=== design 1 ===
design_1/placement_by_type.png
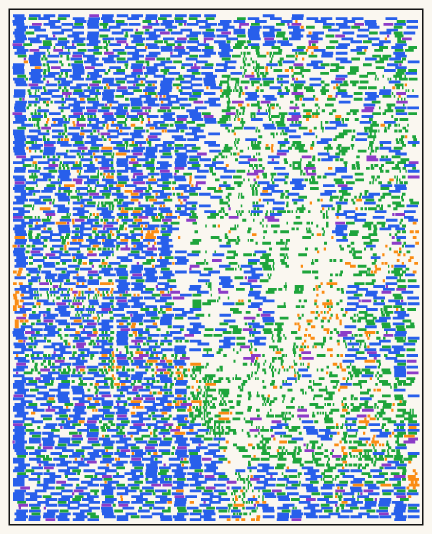

`src/rtl/lut_pkg.sv`:
```
// rtl/lut_pkg.sv - shared sizes, state encoding and helpers for the LUT coefficient loader
package lut_pkg;

  localparam int LUT_FULL    = 256;
  localparam int LUT_ENTRIES = 64;
  localparam int DEC_SHIFT   = 2;
  localparam int SAMPLE_W    = 8;
  localparam int D1_W        = 9;
  localparam int D2_W        = 10;
  localparam int CNT_W       = $clog2(LUT_FULL);
  localparam int IDX_W       = $clog2(LUT_ENTRIES);

  typedef enum logic [1:0] {
    ST_IDLE  = 2'd0,
    ST_LOAD  = 2'd1,
    ST_COEF  = 2'd2,
    ST_READY = 2'd3
  } lut_state_e;

  // Only every (1 << DEC_SHIFT)-th sample of the full table is kept.
  function automatic logic keep_sample(input logic [CNT_W-1:0] idx);
    return idx[DEC_SHIFT-1:0] == '0;
  endfunction

  function automatic logic [IDX_W-1:0] entry_of(input logic [CNT_W-1:0] idx);
    return idx[CNT_W-1:DEC_SHIFT];
  endfunction

endpackage

```
`src/rtl/lut_coef_loader_if.sv`:
```
// rtl/lut_coef_loader_if.sv - sample stream, control and read port of the coefficient loader
interface lut_coef_loader_if;
  import lut_pkg::*;

  logic                       start;
  logic                       s_valid;
  logic [SAMPLE_W-1:0]        s_data;
  logic                       s_ready;
  logic                       busy;
  logic                       done;
  logic                       table_valid;
  logic                       rd_en;
  logic [IDX_W-1:0]           rd_addr;
  logic                       rd_valid;
  logic [SAMPLE_W-1:0]        rd_base;
  logic signed [D1_W-1:0]     rd_d1;
  logic signed [D2_W-1:0]     rd_d2;

  modport master (
    output start, s_valid, s_data, rd_en, rd_addr,
    input  s_ready, busy, done, table_valid, rd_valid, rd_base, rd_d1, rd_d2
  );

  modport slave (
    input  start, s_valid, s_data, rd_en, rd_addr,
    output s_ready, busy, done, table_valid, rd_valid, rd_base, rd_d1, rd_d2
  );

endinterface

```
`src/rtl/lut_coef_calc.sv`:
```
// rtl/lut_coef_calc.sv - first and second differences of one entry from its wrap-around neighbours
module lut_coef_calc
  import lut_pkg::*;
(
  input  logic [SAMPLE_W-1:0]    f_prev,
  input  logic [SAMPLE_W-1:0]    f_cur,
  input  logic [SAMPLE_W-1:0]    f_next,
  output logic signed [D1_W-1:0] d1,
  output logic signed [D2_W-1:0] d2
);

  logic signed [D1_W-1:0] prev_9, cur_9;
  logic signed [D2_W-1:0] prev_10, cur_10, next_10;

  // Zero-extend the unsigned samples so the signed results never truncate.
  assign prev_9  = $signed({1'b0, f_prev});
  assign cur_9   = $signed({1'b0, f_cur});
  assign prev_10 = $signed({{(D2_W-SAMPLE_W){1'b0}}, f_prev});
  assign cur_10  = $signed({{(D2_W-SAMPLE_W){1'b0}}, f_cur});
  assign next_10 = $signed({{(D2_W-SAMPLE_W){1'b0}}, f_next});

  assign d1 = cur_9 - prev_9;
  assign d2 = prev_10 - (cur_10 <<< 1) + next_10;

endmodule

```
`src/rtl/lut_coef_loader.sv`:
```
// rtl/lut_coef_loader.sv - decimates a 256-sample stream into a 64-entry base/d1/d2 table with a registered read port
module lut_coef_loader
  import lut_pkg::*;
(
  input logic               clk,
  input logic               rst,
  lut_coef_loader_if.slave  bus
);

  localparam logic [1:0] S_IDLE  = ST_IDLE;
  localparam logic [1:0] S_LOAD  = ST_LOAD;
  localparam logic [1:0] S_COEF  = ST_COEF;
  localparam logic [1:0] S_READY = ST_READY;

  localparam logic [CNT_W-1:0] LAST_SAMPLE = CNT_W'(LUT_FULL - 1);
  localparam logic [IDX_W-1:0] LAST_ENTRY  = IDX_W'(LUT_ENTRIES - 1);

  logic [1:0]             state;
  logic [CNT_W-1:0]       cnt;
  logic                   done_r;
  logic                   table_valid_r;

  logic [SAMPLE_W-1:0]    f_mem  [LUT_ENTRIES];
  logic signed [D1_W-1:0] d1_mem [LUT_ENTRIES];
  logic signed [D2_W-1:0] d2_mem [LUT_ENTRIES];

  logic                   rd_valid_r;
  logic [SAMPLE_W-1:0]    rd_base_r;
  logic signed [D1_W-1:0] rd_d1_r;
  logic signed [D2_W-1:0] rd_d2_r;

  logic                   accept;
  logic                   rd_hit;
  logic [IDX_W-1:0]       j_cur, j_prev, j_next;
  logic signed [D1_W-1:0] calc_d1;
  logic signed [D2_W-1:0] calc_d2;

  assign accept = (state == S_LOAD) && bus.s_valid;
  assign rd_hit = bus.rd_en && table_valid_r;

  // During COEF the low bits of the sample counter walk the entries; 6-bit arithmetic gives the wrap.
  assign j_cur  = cnt[IDX_W-1:0];
  assign j_prev = j_cur - IDX_W'(1);
  assign j_next = j_cur + IDX_W'(1);

  lut_coef_calc u_calc (
    .f_prev (f_mem[j_prev]),
    .f_cur  (f_mem[j_cur]),
    .f_next (f_mem[j_next]),
    .d1     (calc_d1),
    .d2     (calc_d2)
  );

  always_ff @(posedge clk or posedge rst) begin
    if (rst) begin
      state         <= S_IDLE;
      cnt           <= '0;
      done_r        <= 1'b0;
      table_valid_r <= 1'b0;
    end else begin
      done_r <= 1'b0;
      case (state)
        S_IDLE, S_READY: begin
          if (bus.start) begin
            state         <= S_LOAD;
            cnt           <= '0;
            table_valid_r <= 1'b0;
          end
        end
        S_LOAD: begin
          if (accept) begin
            cnt <= cnt + CNT_W'(1);
            if (cnt == LAST_SAMPLE) begin
              state <= S_COEF;
            end
          end
        end
        S_COEF: begin
          if (j_cur == LAST_ENTRY) begin
            state         <= S_READY;
            cnt           <= '0;
            done_r        <= 1'b1;
            table_valid_r <= 1'b1;
          end else begin
            cnt <= cnt + CNT_W'(1);
          end
        end
        default: state <= S_IDLE;
      endcase
    end
  end

  // Table storage is deliberately left out of reset; a reload rebuilds every entry.
  always_ff @(posedge clk) begin
    if (accept && keep_sample(cnt)) begin
      f_mem[entry_of(cnt)] <= bus.s_data;
    end
    if (state == S_COEF) begin
      d1_mem[j_cur] <= calc_d1;
      d2_mem[j_cur] <= calc_d2;
    end
  end

  always_ff @(posedge clk or posedge rst) begin
    if (rst) begin
      rd_valid_r <= 1'b0;
      rd_base_r  <= '0;
      rd_d1_r    <= '0;
      rd_d2_r    <= '0;
    end else begin
      rd_valid_r <= rd_hit;
      if (rd_hit) begin
        rd_base_r <= f_mem[bus.rd_addr];
        rd_d1_r   <= d1_mem[bus.rd_addr];
        rd_d2_r   <= d2_mem[bus.rd_addr];
      end
    end
  end

  assign bus.s_ready     = (state == S_LOAD);
  assign bus.busy        = (state == S_LOAD) || (state == S_COEF);
  assign bus.done        = done_r;
  assign bus.table_valid = table_valid_r;
  assign bus.rd_valid    = rd_valid_r;
  assign bus.rd_base     = rd_base_r;
  assign bus.rd_d1       = rd_d1_r;
  assign bus.rd_d2       = rd_d2_r;

endmodule

```
`src/flat_wrapper.sv`:
```
// flat-port wrapper written by rule: the top's interface ports become plain ports
module lut_coef_loader_flat import lut_pkg::*;
  (clk, rst, bus_start, bus_s_valid, bus_s_data, bus_rd_en, bus_rd_addr, bus_s_ready, bus_busy, bus_done, bus_table_valid, bus_rd_valid, bus_rd_base, bus_rd_d1, bus_rd_d2);
  lut_coef_loader_if bus_i ();
  input logic clk;
  input logic rst;
  input wire logic [$bits(bus_i.start)-1:0] bus_start;
  input wire logic [$bits(bus_i.s_valid)-1:0] bus_s_valid;
  input wire logic [$bits(bus_i.s_data)-1:0] bus_s_data;
  input wire logic [$bits(bus_i.rd_en)-1:0] bus_rd_en;
  input wire logic [$bits(bus_i.rd_addr)-1:0] bus_rd_addr;
  output wire logic [$bits(bus_i.s_ready)-1:0] bus_s_ready;
  output wire logic [$bits(bus_i.busy)-1:0] bus_busy;
  output wire logic [$bits(bus_i.done)-1:0] bus_done;
  output wire logic [$bits(bus_i.table_valid)-1:0] bus_table_valid;
  output wire logic [$bits(bus_i.rd_valid)-1:0] bus_rd_valid;
  output wire logic [$bits(bus_i.rd_base)-1:0] bus_rd_base;
  output wire logic [$bits(bus_i.rd_d1)-1:0] bus_rd_d1;
  output wire logic [$bits(bus_i.rd_d2)-1:0] bus_rd_d2;
  assign bus_i.start = bus_start;
  assign bus_i.s_valid = bus_s_valid;
  assign bus_i.s_data = bus_s_data;
  assign bus_i.rd_en = bus_rd_en;
  assign bus_i.rd_addr = bus_rd_addr;
  assign bus_s_ready = bus_i.s_ready;
  assign bus_busy = bus_i.busy;
  assign bus_done = bus_i.done;
  assign bus_table_valid = bus_i.table_valid;
  assign bus_rd_valid = bus_i.rd_valid;
  assign bus_rd_base = bus_i.rd_base;
  assign bus_rd_d1 = bus_i.rd_d1;
  assign bus_rd_d2 = bus_i.rd_d2;
  lut_coef_loader u_core (.clk(clk), .rst(rst), .bus(bus_i));
endmodule
```
`config.mk`:
```
export PLATFORM = sky130hd
export DESIGN_NAME = lut_coef_loader_flat
export DESIGN_NICKNAME = d
export VERILOG_FILES = /design/src/rtl/lut_pkg.sv /design/src/rtl/lut_coef_loader_if.sv /design/src/rtl/lut_coef_calc.sv /design/src/rtl/lut_coef_loader.sv /design/src/flat_wrapper.sv
export SDC_FILE = /design/constraint.sdc
export NUM_CORES = 2
export LEC_CHECK = 0
export ABC_AREA = 0
export CELL_PAD_IN_SITES_DETAIL_PLACEMENT = 1
export CELL_PAD_IN_SITES_GLOBAL_PLACEMENT = 1
export CORE_ASPECT_RATIO = 1.25
export CORE_MARGIN = 2
export CORE_UTILIZATION = 44
export CTS_CLUSTER_SIZE = 12
export DETAILED_ROUTE_END_ITERATION = 7
export GPL_TIMING_DRIVEN = 0
export PLACE_DENSITY = 0.62
export SLEW_MARGIN = 20
export SYNTH_ARGS = -nofsm -noshare
export SYNTH_HDL_FRONTEND = slang
export SYNTH_SLANG_ARGS = --single-unit
```
`constraint.sdc`:
```
create_clock -name clk -period 11 [get_ports clk]
set_input_delay 2.2 -clock clk [delete_from_list [all_inputs] [get_ports clk]]
set_output_delay 2.2 -clock clk [all_outputs]
set_load 0.01 [all_outputs]
```
=== design 2 ===
===== config.mk =====
export PLATFORM = sky130hd
export DESIGN_NAME = sseg_scan_ctrl
export DESIGN_NICKNAME = d
export VERILOG_FILES = /design/src/rtl/sseg_scan_ctrl.sv
export SDC_FILE = /design/constraint.sdc
export NUM_CORES = 1
export LEC_CHECK = 0
export CELL_PAD_IN_SITES_DETAIL_PLACEMENT = 0
export CELL_PAD_IN_SITES_GLOBAL_PLACEMENT = 1
export CORE_MARGIN = 10
export CORE_UTILIZATION = 38
export DETAILED_ROUTE_END_ITERATION = 6
export MAX_ROUTING_LAYER = met4
export PLACE_DENSITY = 0.77
export SLEW_MARGIN = 25
export SYNTH_ARGS = -nofsm -noshare
export SYNTH_HDL_FRONTEND = slang
export SYNTH_SLANG_ARGS = --single-unit
export TNS_END_PERCENT = 1

===== constraint.sdc =====
create_clock -name clk -period 2.9 [get_ports clk]
set_clock_uncertainty 0.05 [all_clocks]
set_input_delay 0.725 -clock clk [delete_from_list [all_inputs] [get_ports clk]]
set_output_delay 0.725 -clock clk [all_outputs]
set_load 0.03 [all_outputs]

===== src/rtl/sseg_scan_ctrl.sv =====
// -----------------------------------------------------------------------------
// sseg_scan_ctrl
//   Time-multiplexing scan controller for a 4-digit common-anode seven-segment
//   display. Holds a 16-bit hex value and lights one digit per refresh slot.
//   Each slot starts with a short all-anodes-off gap to suppress ghosting.
//   New values arrive through a valid/ready handshake. They are parked in a
//   one-entry pending register and copied to the display register only at a
//   frame end, so a frame never mixes old and new digits.
//
//   Optional build macro: SSEG_LZB_EN (leading-zero blanking). When it is
//   defined, digits above the most significant non-zero nibble keep their anode
//   enabled but drive all segments off. Digit 0 is always shown.
//
// Parameters
//   REFRESH_DIV  clk cycles per digit slot (>= 2)
//   BLANK_CYC    blank cycles at the start of each slot (1 <= BLANK_CYC < REFRESH_DIV)
//
// Ports
//   clk           in   system clock, rising edge
//   rst           in   synchronous active-high reset
//   upd_valid     in   upd_value is offered
//   upd_value     in   [15:12]=digit3 .. [3:0]=digit0
//   upd_ready     out  pending slot empty; accept on valid && ready
//   sseg_anode    out  active-low digit enables, bit i = digit i
//   sseg_cathode  out  active-low segments {g,f,e,d,c,b,a}
//   frame_tick    out  one-cycle pulse on the last cycle of slot 3
// -----------------------------------------------------------------------------
module sseg_scan_ctrl #(
    parameter int REFRESH_DIV = 100000,
    parameter int BLANK_CYC   = 16
) (
    input  logic        clk,
    input  logic        rst,
    input  logic        upd_valid,
    input  logic [15:0] upd_value,
    output logic        upd_ready,
    output logic [3:0]  sseg_anode,
    output logic [6:0]  sseg_cathode,
    output logic        frame_tick
);

    localparam int PW = (REFRESH_DIV > 1) ? $clog2(REFRESH_DIV) : 1;
    localparam logic [PW-1:0] PRESC_LAST = PW'(REFRESH_DIV - 1);
    localparam logic [PW-1:0] BLANK_END  = PW'(BLANK_CYC);

    logic [PW-1:0] presc_q, presc_d;
    logic [1:0]    dig_q, dig_d;
    logic [15:0]   disp_q, disp_d;
    logic [15:0]   pend_q, pend_d;
    logic          pend_full_q, pend_full_d;
    logic [3:0]    anode_q, anode_d;
    logic [6:0]    cathode_q, cathode_d;

    logic          frame_end;
    logic          accept;
    logic [3:0]    nibble;
    logic          digit_dark;

    // Hex-to-segment decode; A..F share a single error glyph.
    function automatic logic [6:0] seg_decode(input logic [3:0] n);
        logic [6:0] s;
        case (n)
            4'h0:    s = 7'b1000000;
            4'h1:    s = 7'b1111001;
            4'h2:    s = 7'b0100100;
            4'h3:    s = 7'b0110000;
            4'h4:    s = 7'b0011001;
            4'h5:    s = 7'b0010010;
            4'h6:    s = 7'b0000010;
            4'h7:    s = 7'b1111000;
            4'h8:    s = 7'b0000000;
            4'h9:    s = 7'b0011000;
            default: s = 7'b1001001;
        endcase
        return s;
    endfunction

`ifdef SSEG_LZB_EN
    // Index of the most significant non-zero nibble; 0 when the value is 0,
    // which keeps digit 0 lit.
    function automatic logic [1:0] msd_index(input logic [15:0] v);
        logic [1:0] idx;
        if (v[15:12] != 4'h0)     idx = 2'd3;
        else if (v[11:8] != 4'h0) idx = 2'd2;
        else if (v[7:4] != 4'h0)  idx = 2'd1;
        else                      idx = 2'd0;
        return idx;
    endfunction
`endif

    assign frame_end = (presc_q == PRESC_LAST) && (dig_q == 2'd3);
    assign accept    = upd_valid && !pend_full_q;

    always_comb begin
        presc_d     = presc_q + PW'(1);
        dig_d       = dig_q;
        disp_d      = disp_q;
        pend_d      = pend_q;
        pend_full_d = pend_full_q;

        if (presc_q == PRESC_LAST) begin
            presc_d = '0;
            dig_d   = dig_q + 2'd1;
        end

        // The frame-end copy only happens when something was pending before
        // this cycle, so a same-cycle accept waits for the next frame.
        if (frame_end && pend_full_q) begin
            disp_d      = pend_q;
            pend_full_d = 1'b0;
        end
        if (accept) begin
            pend_d      = upd_value;
            pend_full_d = 1'b1;
        end

        // Outputs are computed from next-state so the registered pins line up
        // with presc/dig: blanking starts on the very first cycle of a slot.
        nibble = disp_d[4*dig_d +: 4];
`ifdef SSEG_LZB_EN
        digit_dark = (dig_d > msd_index(disp_d));
`else
        digit_dark = 1'b0;
`endif
        if (presc_d < BLANK_END) begin
            anode_d   = 4'b1111;
            cathode_d = 7'b1111111;
        end else begin
            anode_d   = ~(4'b0001 << dig_d);
            cathode_d = digit_dark ? 7'b1111111 : seg_decode(nibble);
        end
    end

    always_ff @(posedge clk) begin
        if (rst) begin
            presc_q     <= '0;
            dig_q       <= 2'd0;
            disp_q      <= 16'h0000;
            pend_q      <= 16'h0000;
            pend_full_q <= 1'b0;
            anode_q     <= 4'b1111;
            cathode_q   <= 7'b1111111;
        end else begin
            presc_q     <= presc_d;
            dig_q       <= dig_d;
            disp_q      <= disp_d;
            pend_q      <= pend_d;
            pend_full_q <= pend_full_d;
            anode_q     <= anode_d;
            cathode_q   <= cathode_d;
        end
    end

    assign upd_ready    = ~pend_full_q;
    assign sseg_anode   = anode_q;
    assign sseg_cathode = cathode_q;
    assign frame_tick   = frame_end;

endmodule


=== design 3 ===
## src/rtl/acc_cpu_param.sv

```systemverilog
// acc_cpu_param: parameterised accumulator CPU with a program-load mode.
// Define ACC_CPU_STEP_EN to add a Step input that gates FETCH -> EXEC.
module acc_cpu_param #(
  parameter int DW = 8,
  parameter int AW = 5,
  localparam int IW = 3 + AW,
  localparam int LW = (IW > DW) ? IW : DW
) (
  input  logic          Clk,
  input  logic          Reset,
  input  logic          Load,
  input  logic          Ld_valid,
  input  logic          Ld_sel,
  input  logic [LW-1:0] Ld_data,
`ifdef ACC_CPU_STEP_EN
  input  logic          Step,
`endif
  output logic [AW-1:0] Pc,
  output logic [IW-1:0] Instruction,
  output logic [DW-1:0] Acc,
  output logic          Halted,
  output logic          Busy
);

  typedef enum logic [2:0] {
    S_IDLE,
    S_LOAD,
    S_FETCH,
    S_EXEC,
    S_HALT
  } state_t;

  localparam logic [2:0] OP_HLT = 3'b000;
  localparam logic [2:0] OP_SKZ = 3'b001;
  localparam logic [2:0] OP_ADD = 3'b010;
  localparam logic [2:0] OP_AND = 3'b011;
  localparam logic [2:0] OP_XOR = 3'b100;
  localparam logic [2:0] OP_LDA = 3'b101;
  localparam logic [2:0] OP_STO = 3'b110;
  localparam logic [2:0] OP_JMP = 3'b111;

  state_t state_q, state_d;

  logic [IW-1:0] imem [0:2**AW-1];
  logic [DW-1:0] dmem [0:2**AW-1];

  logic [AW-1:0] iptr, dptr;
  logic [2:0]    op;
  logic [AW-1:0] addr;
  logic [DW-1:0] mval;
  logic [DW-1:0] acc_d;
  logic [AW-1:0] pc_d;
  logic          exec;
  logic          ld_we;
  logic          step_ok;

`ifdef ACC_CPU_STEP_EN
  assign step_ok = Step;
`else
  assign step_ok = 1'b1;
`endif

  assign op    = Instruction[IW-1:AW];
  assign addr  = Instruction[AW-1:0];
  assign mval  = dmem[addr];
  // A Load request in the same cycle cancels the instruction outright
  assign exec  = (state_q == S_EXEC) && !Load;
  assign ld_we = (state_q == S_LOAD) && Load && Ld_valid;

  assign Halted = (state_q == S_HALT);
  assign Busy   = (state_q == S_FETCH) || (state_q == S_EXEC);

  always_comb begin
    state_d = state_q;
    if (Load) begin
      state_d = S_LOAD;
    end else begin
      unique case (state_q)
        S_IDLE:  state_d = S_FETCH;
        S_LOAD:  state_d = S_FETCH;
        S_FETCH: if (step_ok) state_d = S_EXEC;
        S_EXEC:  state_d = (op == OP_HLT) ? S_HALT : S_FETCH;
        S_HALT:  state_d = S_HALT;
        default: state_d = S_IDLE;
      endcase
    end
  end

  always_comb begin
    acc_d = Acc;
    pc_d  = Pc + AW'(1);
    unique case (op)
      OP_HLT: pc_d  = Pc;
      OP_SKZ: pc_d  = (Acc == '0) ? Pc + AW'(2) : Pc + AW'(1);
      OP_ADD: acc_d = Acc + mval;
      OP_AND: acc_d = Acc & mval;
      OP_XOR: acc_d = Acc ^ mval;
      OP_LDA: acc_d = mval;
      OP_STO: acc_d = Acc;
      OP_JMP: pc_d  = addr;
      default: ;
    endcase
  end

  always_ff @(posedge Clk or posedge Reset) begin
    if (Reset) begin
      state_q     <= S_IDLE;
      Pc          <= '0;
      Instruction <= '0;
      Acc         <= '0;
      iptr        <= '0;
      dptr        <= '0;
    end else begin
      state_q <= state_d;
      if (Load && state_q != S_LOAD) begin
        iptr <= '0;
        dptr <= '0;
      end else if (ld_we) begin
        if (Ld_sel) dptr <= dptr + AW'(1);
        else        iptr <= iptr + AW'(1);
      end
      if (state_q == S_LOAD) Pc <= '0;
      if (state_q == S_FETCH && !Load) begin
        Instruction <= imem[Pc];
      end
      if (exec) begin
        Pc  <= pc_d;
        Acc <= acc_d;
      end
    end
  end

  // Memories are deliberately outside the reset domain
  always_ff @(posedge Clk) begin
    if (ld_we && !Ld_sel) imem[iptr] <= Ld_data[IW-1:0];
    if (ld_we && Ld_sel) begin
      dmem[dptr] <= Ld_data[DW-1:0];
    end else if (exec && op == OP_STO) begin
      dmem[addr] <= Acc;
    end
  end

endmodule

```

## config.mk

```make
export PLATFORM = sky130hd
export DESIGN_NAME = acc_cpu_param
export DESIGN_NICKNAME = d
export VERILOG_FILES = /design/src/rtl/acc_cpu_param.sv
export SDC_FILE = /design/constraint.sdc
export NUM_CORES = 1
export LEC_CHECK = 0
export CAP_MARGIN = 20
export CORE_ASPECT_RATIO = 0.9
export CORE_UTILIZATION = 30
export CTS_BUF_LIST = sky130_fd_sc_hd__clkbuf_4 sky130_fd_sc_hd__clkbuf_8 sky130_fd_sc_hd__clkbuf_16
export CTS_CLUSTER_DIAMETER = 80
export DETAILED_ROUTE_END_ITERATION = 16
export PLACE_DENSITY = 0.48
export SETUP_SLACK_MARGIN = 0.5
export SYNTH_ARGS = -nofsm -noshare
export SYNTH_HDL_FRONTEND = slang
export SYNTH_SLANG_ARGS = --single-unit
export TNS_END_PERCENT = 10
```

## constraint.sdc

```tcl
create_clock -name Clk -period 4.18 [get_ports Clk]
set_input_delay 0.836 -clock Clk [delete_from_list [all_inputs] [get_ports Clk]]
set_output_delay 0.836 -clock Clk [all_outputs]
set_load 0.05 [all_outputs]
```


==> layout pictures side by side <==
Sequential cells grouped by signal name.
shot_01.png
Scale bar: 100 um.
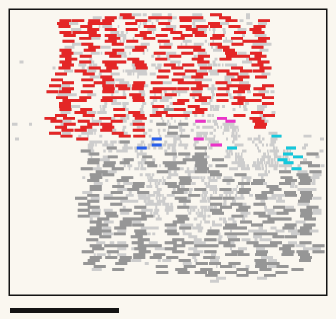
shot_02.png
Scale bar: 20 um.
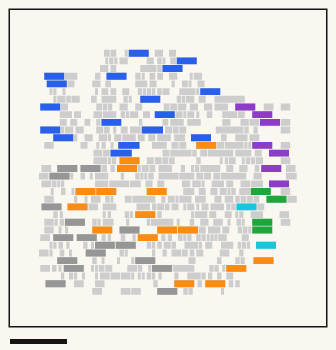
shot_03.png
Scale bar: 100 um.
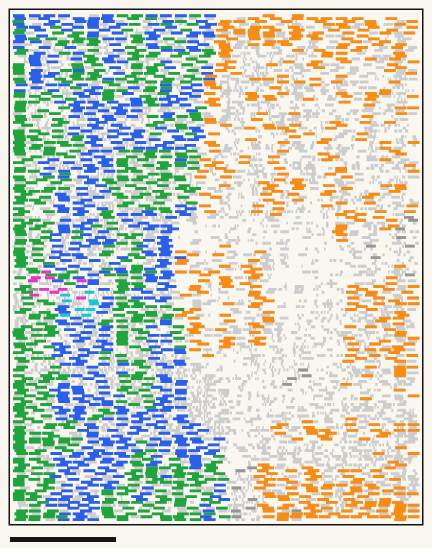
- smallest die: shot_02.png
- most sequential cells: shot_03.png
- shot_03.png = design 1
- shot_02.png = design 2
- shot_01.png = design 3

design_1/placement.png
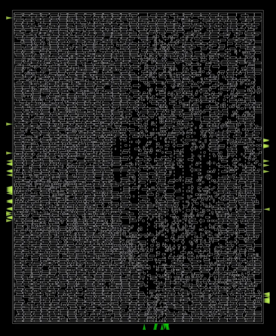
number of well-tap cells placed: 2403
flip-flops: 1768
share of the final layout cell area in sequential cells: 56.0%

About design_1/placement_by_type.png:
- blue: sequential cells (cells 1768; share of their area 58%)
- orange: remaining buffers and delay cells (cells 511; share of their area 4.8%)
- purple: clock drivers and dummy loads (cells 320; share of their area 6.6%)
- green: combinational and other logic (cells 2466; share of their area 31%)
Post-Route Utilization: 51.3%
standard-cell row count: 176
summed area of non-filler cells in the final layout: 94400 um2

==> summary.txt, design 1 <==
Quick summary of the implementation run below.

The flow ran to the end, but the final reports show violations. The final reports fail on negative setup slack. Looking at the group totals, the largest power group turns out to be combinational logic. Setup slack on the critical path of the routed design comes to -0.249 ns. The core footprint came out at 184000 um2.

The total of buffers placed on input and output ports is approximately 46. The number of buffer and inverter stages on the critical path came out at 16. For reference, the most critical setup path is categorized as reg -> reg. The switching share of power came out at a little over two fifths. The run reported a max-capacitance violation count of 0.

The met3 layer wire length in the routed design is 40800 um. The layout-stage area growth over the synthesis result is 15.6%. In the final layout, excluding clock buffers the buffer count is 511.

The final worst clock skew is 0.0927 ns. The final tally of setup violations is 44. The tightest min-delay check is of the reg -> reg type.

The routed design could run at a clock period as short as 11.25 ns. The highest metal layer carrying signal wires in the routed design is met5. The worst-case headroom to the max-slew limit came out at 8.00%. The final hold slack came out at 0.522 ns.

TritonCTS built the clock tree.
## design 1: per-stage QoR
step	area, um2	total power (W)	cells	utilization (%)
floorplan	81600	0.0199	4570	-
global placement	85100	0.0206	7019	46.2
detailed placement	88000	0.0343	7140	47.8
CTS	94100	0.0406	7460	51.1
global route	94300	0.0417	7477	51.2
finish	94400	0.0411	7505	51.3
## design 1: cells in the mapped netlist (58+ instances only)
library cell	n	area [um2]
a211oi_1	106	796
a21oi_1	93	465
a221oi_1	69	604
a22oi_1	112	841
buf_2	134	671
clkbuf_1	131	492
edfxtp_1	1728	51900
mux2i_1	313	3130
mux4_2	643	14500
nand2_1	210	788
nor2_1	246	923
o21ai_0	58	290
o22ai_1	105	657
## design 1: logic make-up (layout without fill, tap and decap cells)
kind of cell	count (synthesis)	in the layout	share of synthesized area, %
fa+ha+maj	31	31	0.549
flops	1768	1768	64.8
compound gates	710	710	6.26
buf+inv	381	876	2.32
other cells	0	37	0
simple gates	675	675	3.79
mux	984	984	22.0
xor+xnor	21	21	0.281
## design 1: per-layer routing
layer | GRT usage [%] | vias up
li1 | - | 20022
met1 | 48.6 | 29246
met2 | 67.6 | 4042
met3 | 14.3 | 1423
met4 | 38.1 | 28
met5 | 0 | -
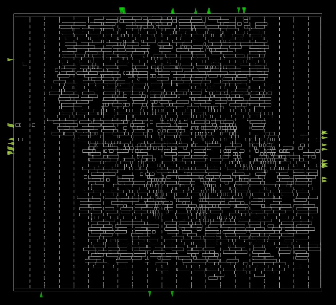
design_3/placement.png
core footprint: 73500 um2
number of fillers in the final layout: 6797

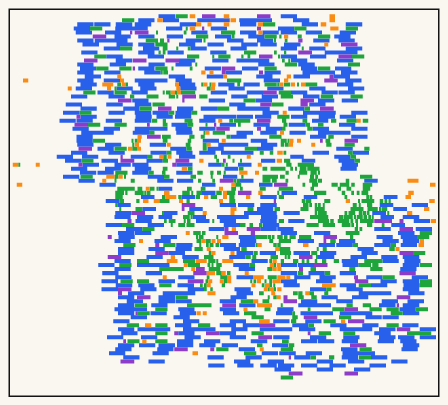
design_3/placement_by_type.png
- green: combinational and other logic (cells 632; share of their area 23%)
- orange: remaining buffers and delay cells (cells 168; share of their area 5.8%)
- purple: clock drivers and dummy loads (cells 107; share of their area 7.4%)
- blue: sequential cells (cells 546; share of their area 63%)

==> summary.txt, design 3 <==
Quick summary of the implementation run below.

The flow ran to the end, and the final reports show no timing, DRC or antenna violations. Setup repair after global routing could not meet its margin everywhere. Of the total standard cell area in the layout, the multi-input combinational portion is approximately 22%. The mean instance size in the synthesized netlist is 18.0 um2.

The total power consumption of the routed design is ~0.017 W. The initial antenna violation count was 5. Prior to clock tree synthesis, the placed netlist has a worst setup slack of 0.291 ns. The most frequently used flop master after synthesis is edfxtp_1. The row count came out at 94. The utilization of the core after routing is 36.4%. The share of synthesized area in the top cell type comes to 68.6%. The number of sequential cells in the layout came out at 546. Of the synthesized area, sequential elements account for 72.4%. The well tap count came out at 960.

The synthesized design spends more area on one cell type than any other, namely edfxtp_1. The cell type taking the most area is flip-flops and latches. The fraction of area in clock buffers and inverters came out at 7.08%. The area of combinational cells with multiple inputs is 5930 um2.

The number of cells on the worst reg-to-reg path is 11. Derived from the worst setup path, the maximum achievable clock frequency is 278 MHz. The synthesized netlist was found by Yosys to have between 1k and 1.5k cells. The proportion of power drawn by combinational gates is 30.6%.

The total number of H-tree levels came out at 2. The cell that appears most often on the critical path is mux4_2.
## design 3: power by group through the flow
stage / clock, W / combinational, W / sequential, W
global placement: 0 / 0.00469 / 0.00663
finish: 0.00510 / 0.00509 / 0.00644
global route: 0.00543 / 0.00545 / 0.00646
CTS: 0.00523 / 0.00496 / 0.00643
detailed placement: 0 / 0.00470 / 0.00664
floorplan: 0 / 0.00306 / 0.00662
## design 3: cell families (layout without fill, tap and decap cells)
group / Yosys count / count (layout) / synth area share [%]
flip-flops: 546 / 546 / 72.4
AND/OR/NAND/NOR: 257 / 257 / 5.55
multiplexers: 189 / 189 / 14.9
AND-OR/OR-AND: 147 / 147 / 4.34
buffers and inverters: 80 / 288 / 1.53
adder cells (fa/ha/maj): 16 / 16 / 0.926
XOR/XNOR: 10 / 10 / 0.391
## design 3: sequential cells by signal (all words and copies together), names as in the netlist
| signal | count |
|---|---|
| state_q | 3 |
| Pc | 5 |
| Instruction | 8 |
| Acc | 8 |
| dptr | 5 |
| iptr | 5 |
| imem | 256 |
| dmem | 256 |
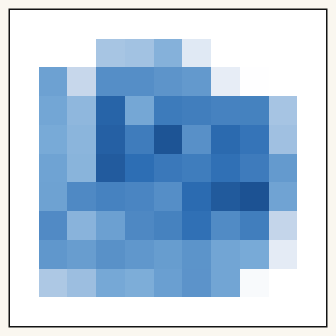
design_2/cell_density.png
11 x 11 tiles, from white (low) to dark blue (high), 0 to 100% covered.
- nearly empty tiles: 40%
- fullest tile: 87%
- densest ninth of the die: center
- tiles over 75% full: 6.6%

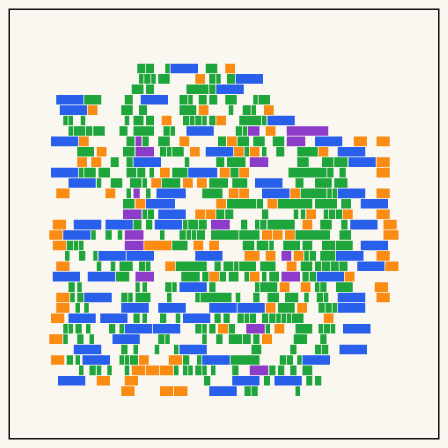
design_2/placement_by_type.png
- orange: remaining buffers and delay cells (cells 90; share of their area 18%)
- blue: sequential cells (cells 63; share of their area 30%)
- green: combinational and other logic (cells 303; share of their area 47%)
- purple: clock drivers and dummy loads (cells 16; share of their area 4.9%)

==> summary.txt, design 2 <==
Quick summary of the implementation run below.

Setup slack on the critical path of the routed design comes to -0.176 ns. The final hold slack is 0.419 ns. The violation count after the first detailed-routing iteration came out at 169. Hold analysis lists the worst path endpoint as pend_q[3]. Per the OpenROAD floorplan log, the height of the die is roughly 110 um. The final tally of setup violations came out at 6. The switching share of power is 23.2%. After detailed routing, the met2 layer carries 3860 um of wire. The number of buffer and inverter stages on the critical path is 0. The checks that failed: negative setup slack. In this run the number of cells on the critical path is 9. The flow ran to the end, but the final reports show violations.

According to the hold report, the worst path is of the reg -> reg type. The area of combinational cells with multiple inputs came out at between 1500 and 2000 um2. In the CTS report, the clock slew at the register clock pins of the worst setup and hold paths is listed as 0.07 ns.

The worst hold path stage count is 2. The most common cell in the netlist is nand2_1. The post-cts hold-fix buffer tally is 0. The endpoint arrival time on the critical path came out at 3.23 ns. The number of clock sinks is 63.

TritonCTS built the clock tree. Ranked by instance count, the synthesized netlist is headed by 64 x nand2_1, 63 x dfxtp_1, 41 x a21oi_1. The total clock buffers created by CTS is 9.
design 2: flip-flops by register name (all words and copies together) (netlist names):
register / count
dig_q: 2
disp_q: 16
pend_full_q: 1
pend_q: 16
presc_q: 17
sseg_anode: 4
sseg_cathode: 7
design 2: worst min-delay path, delay by kind of cell, from the launching register on:
kind,cells,cell delay [ns]
flops,1,0.32
simple gates,1,0.05
compound gates,1,0.05
design 2: per-stage QoR:
step	instance area, um2	TNS, ns	util, %	setup WS [ns]	cells
after floorplan	3220	-0.355	-	-0.140	390
after global placement	4000	-0.277	48.7	-0.0902	560
after detailed placement	4000	-0.516	48.7	-0.149	560
after CTS	4260	-0.273	51.8	-0.0970	576
after global routing	4370	-1.37	53.2	-0.241	577
final	4370	-0.721	53.2	-0.176	577
design 2: what timing repair did:
action / 4_1_cts / 5_1_grt
gates resized: 12 / 21
pin swaps: 0 / 13
buffers inserted: 0 / 1
endpoints found under the setup margin: 11 / 12
design 2: cells by family after synthesis:
family | share of synthesized area (%)
fa+ha+maj | 2.73
xor+xnor | 4.10
compound gates | 19.2
mux | 3.98
simple gates | 26.3
buf+inv | 4.33
flops | 39.3


==> layout pictures side by side <==
Metal 3.
(a)
Scale bar: 20 um.
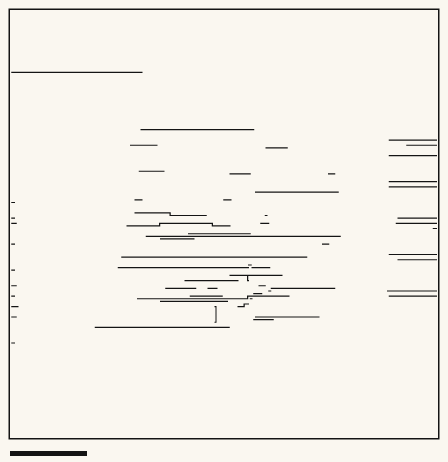
(b)
Scale bar: 100 um.
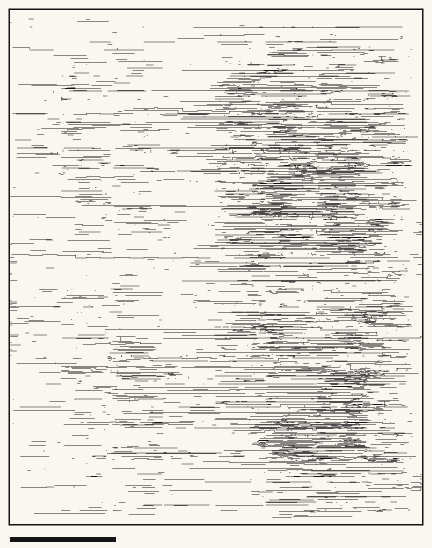
(c)
Scale bar: 100 um.
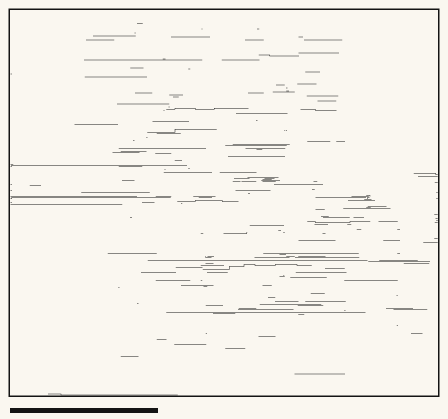
| picture | from |
|---|---|
| (b) | design 1 |
| (a) | design 2 |
| (c) | design 3 |

Key to (c):
- main direction: horizontal
- share of all routed wire: 5.8%
- nets with wire on the layer: 116

No activity file was given, so power comes from the tool's default toggle rates.
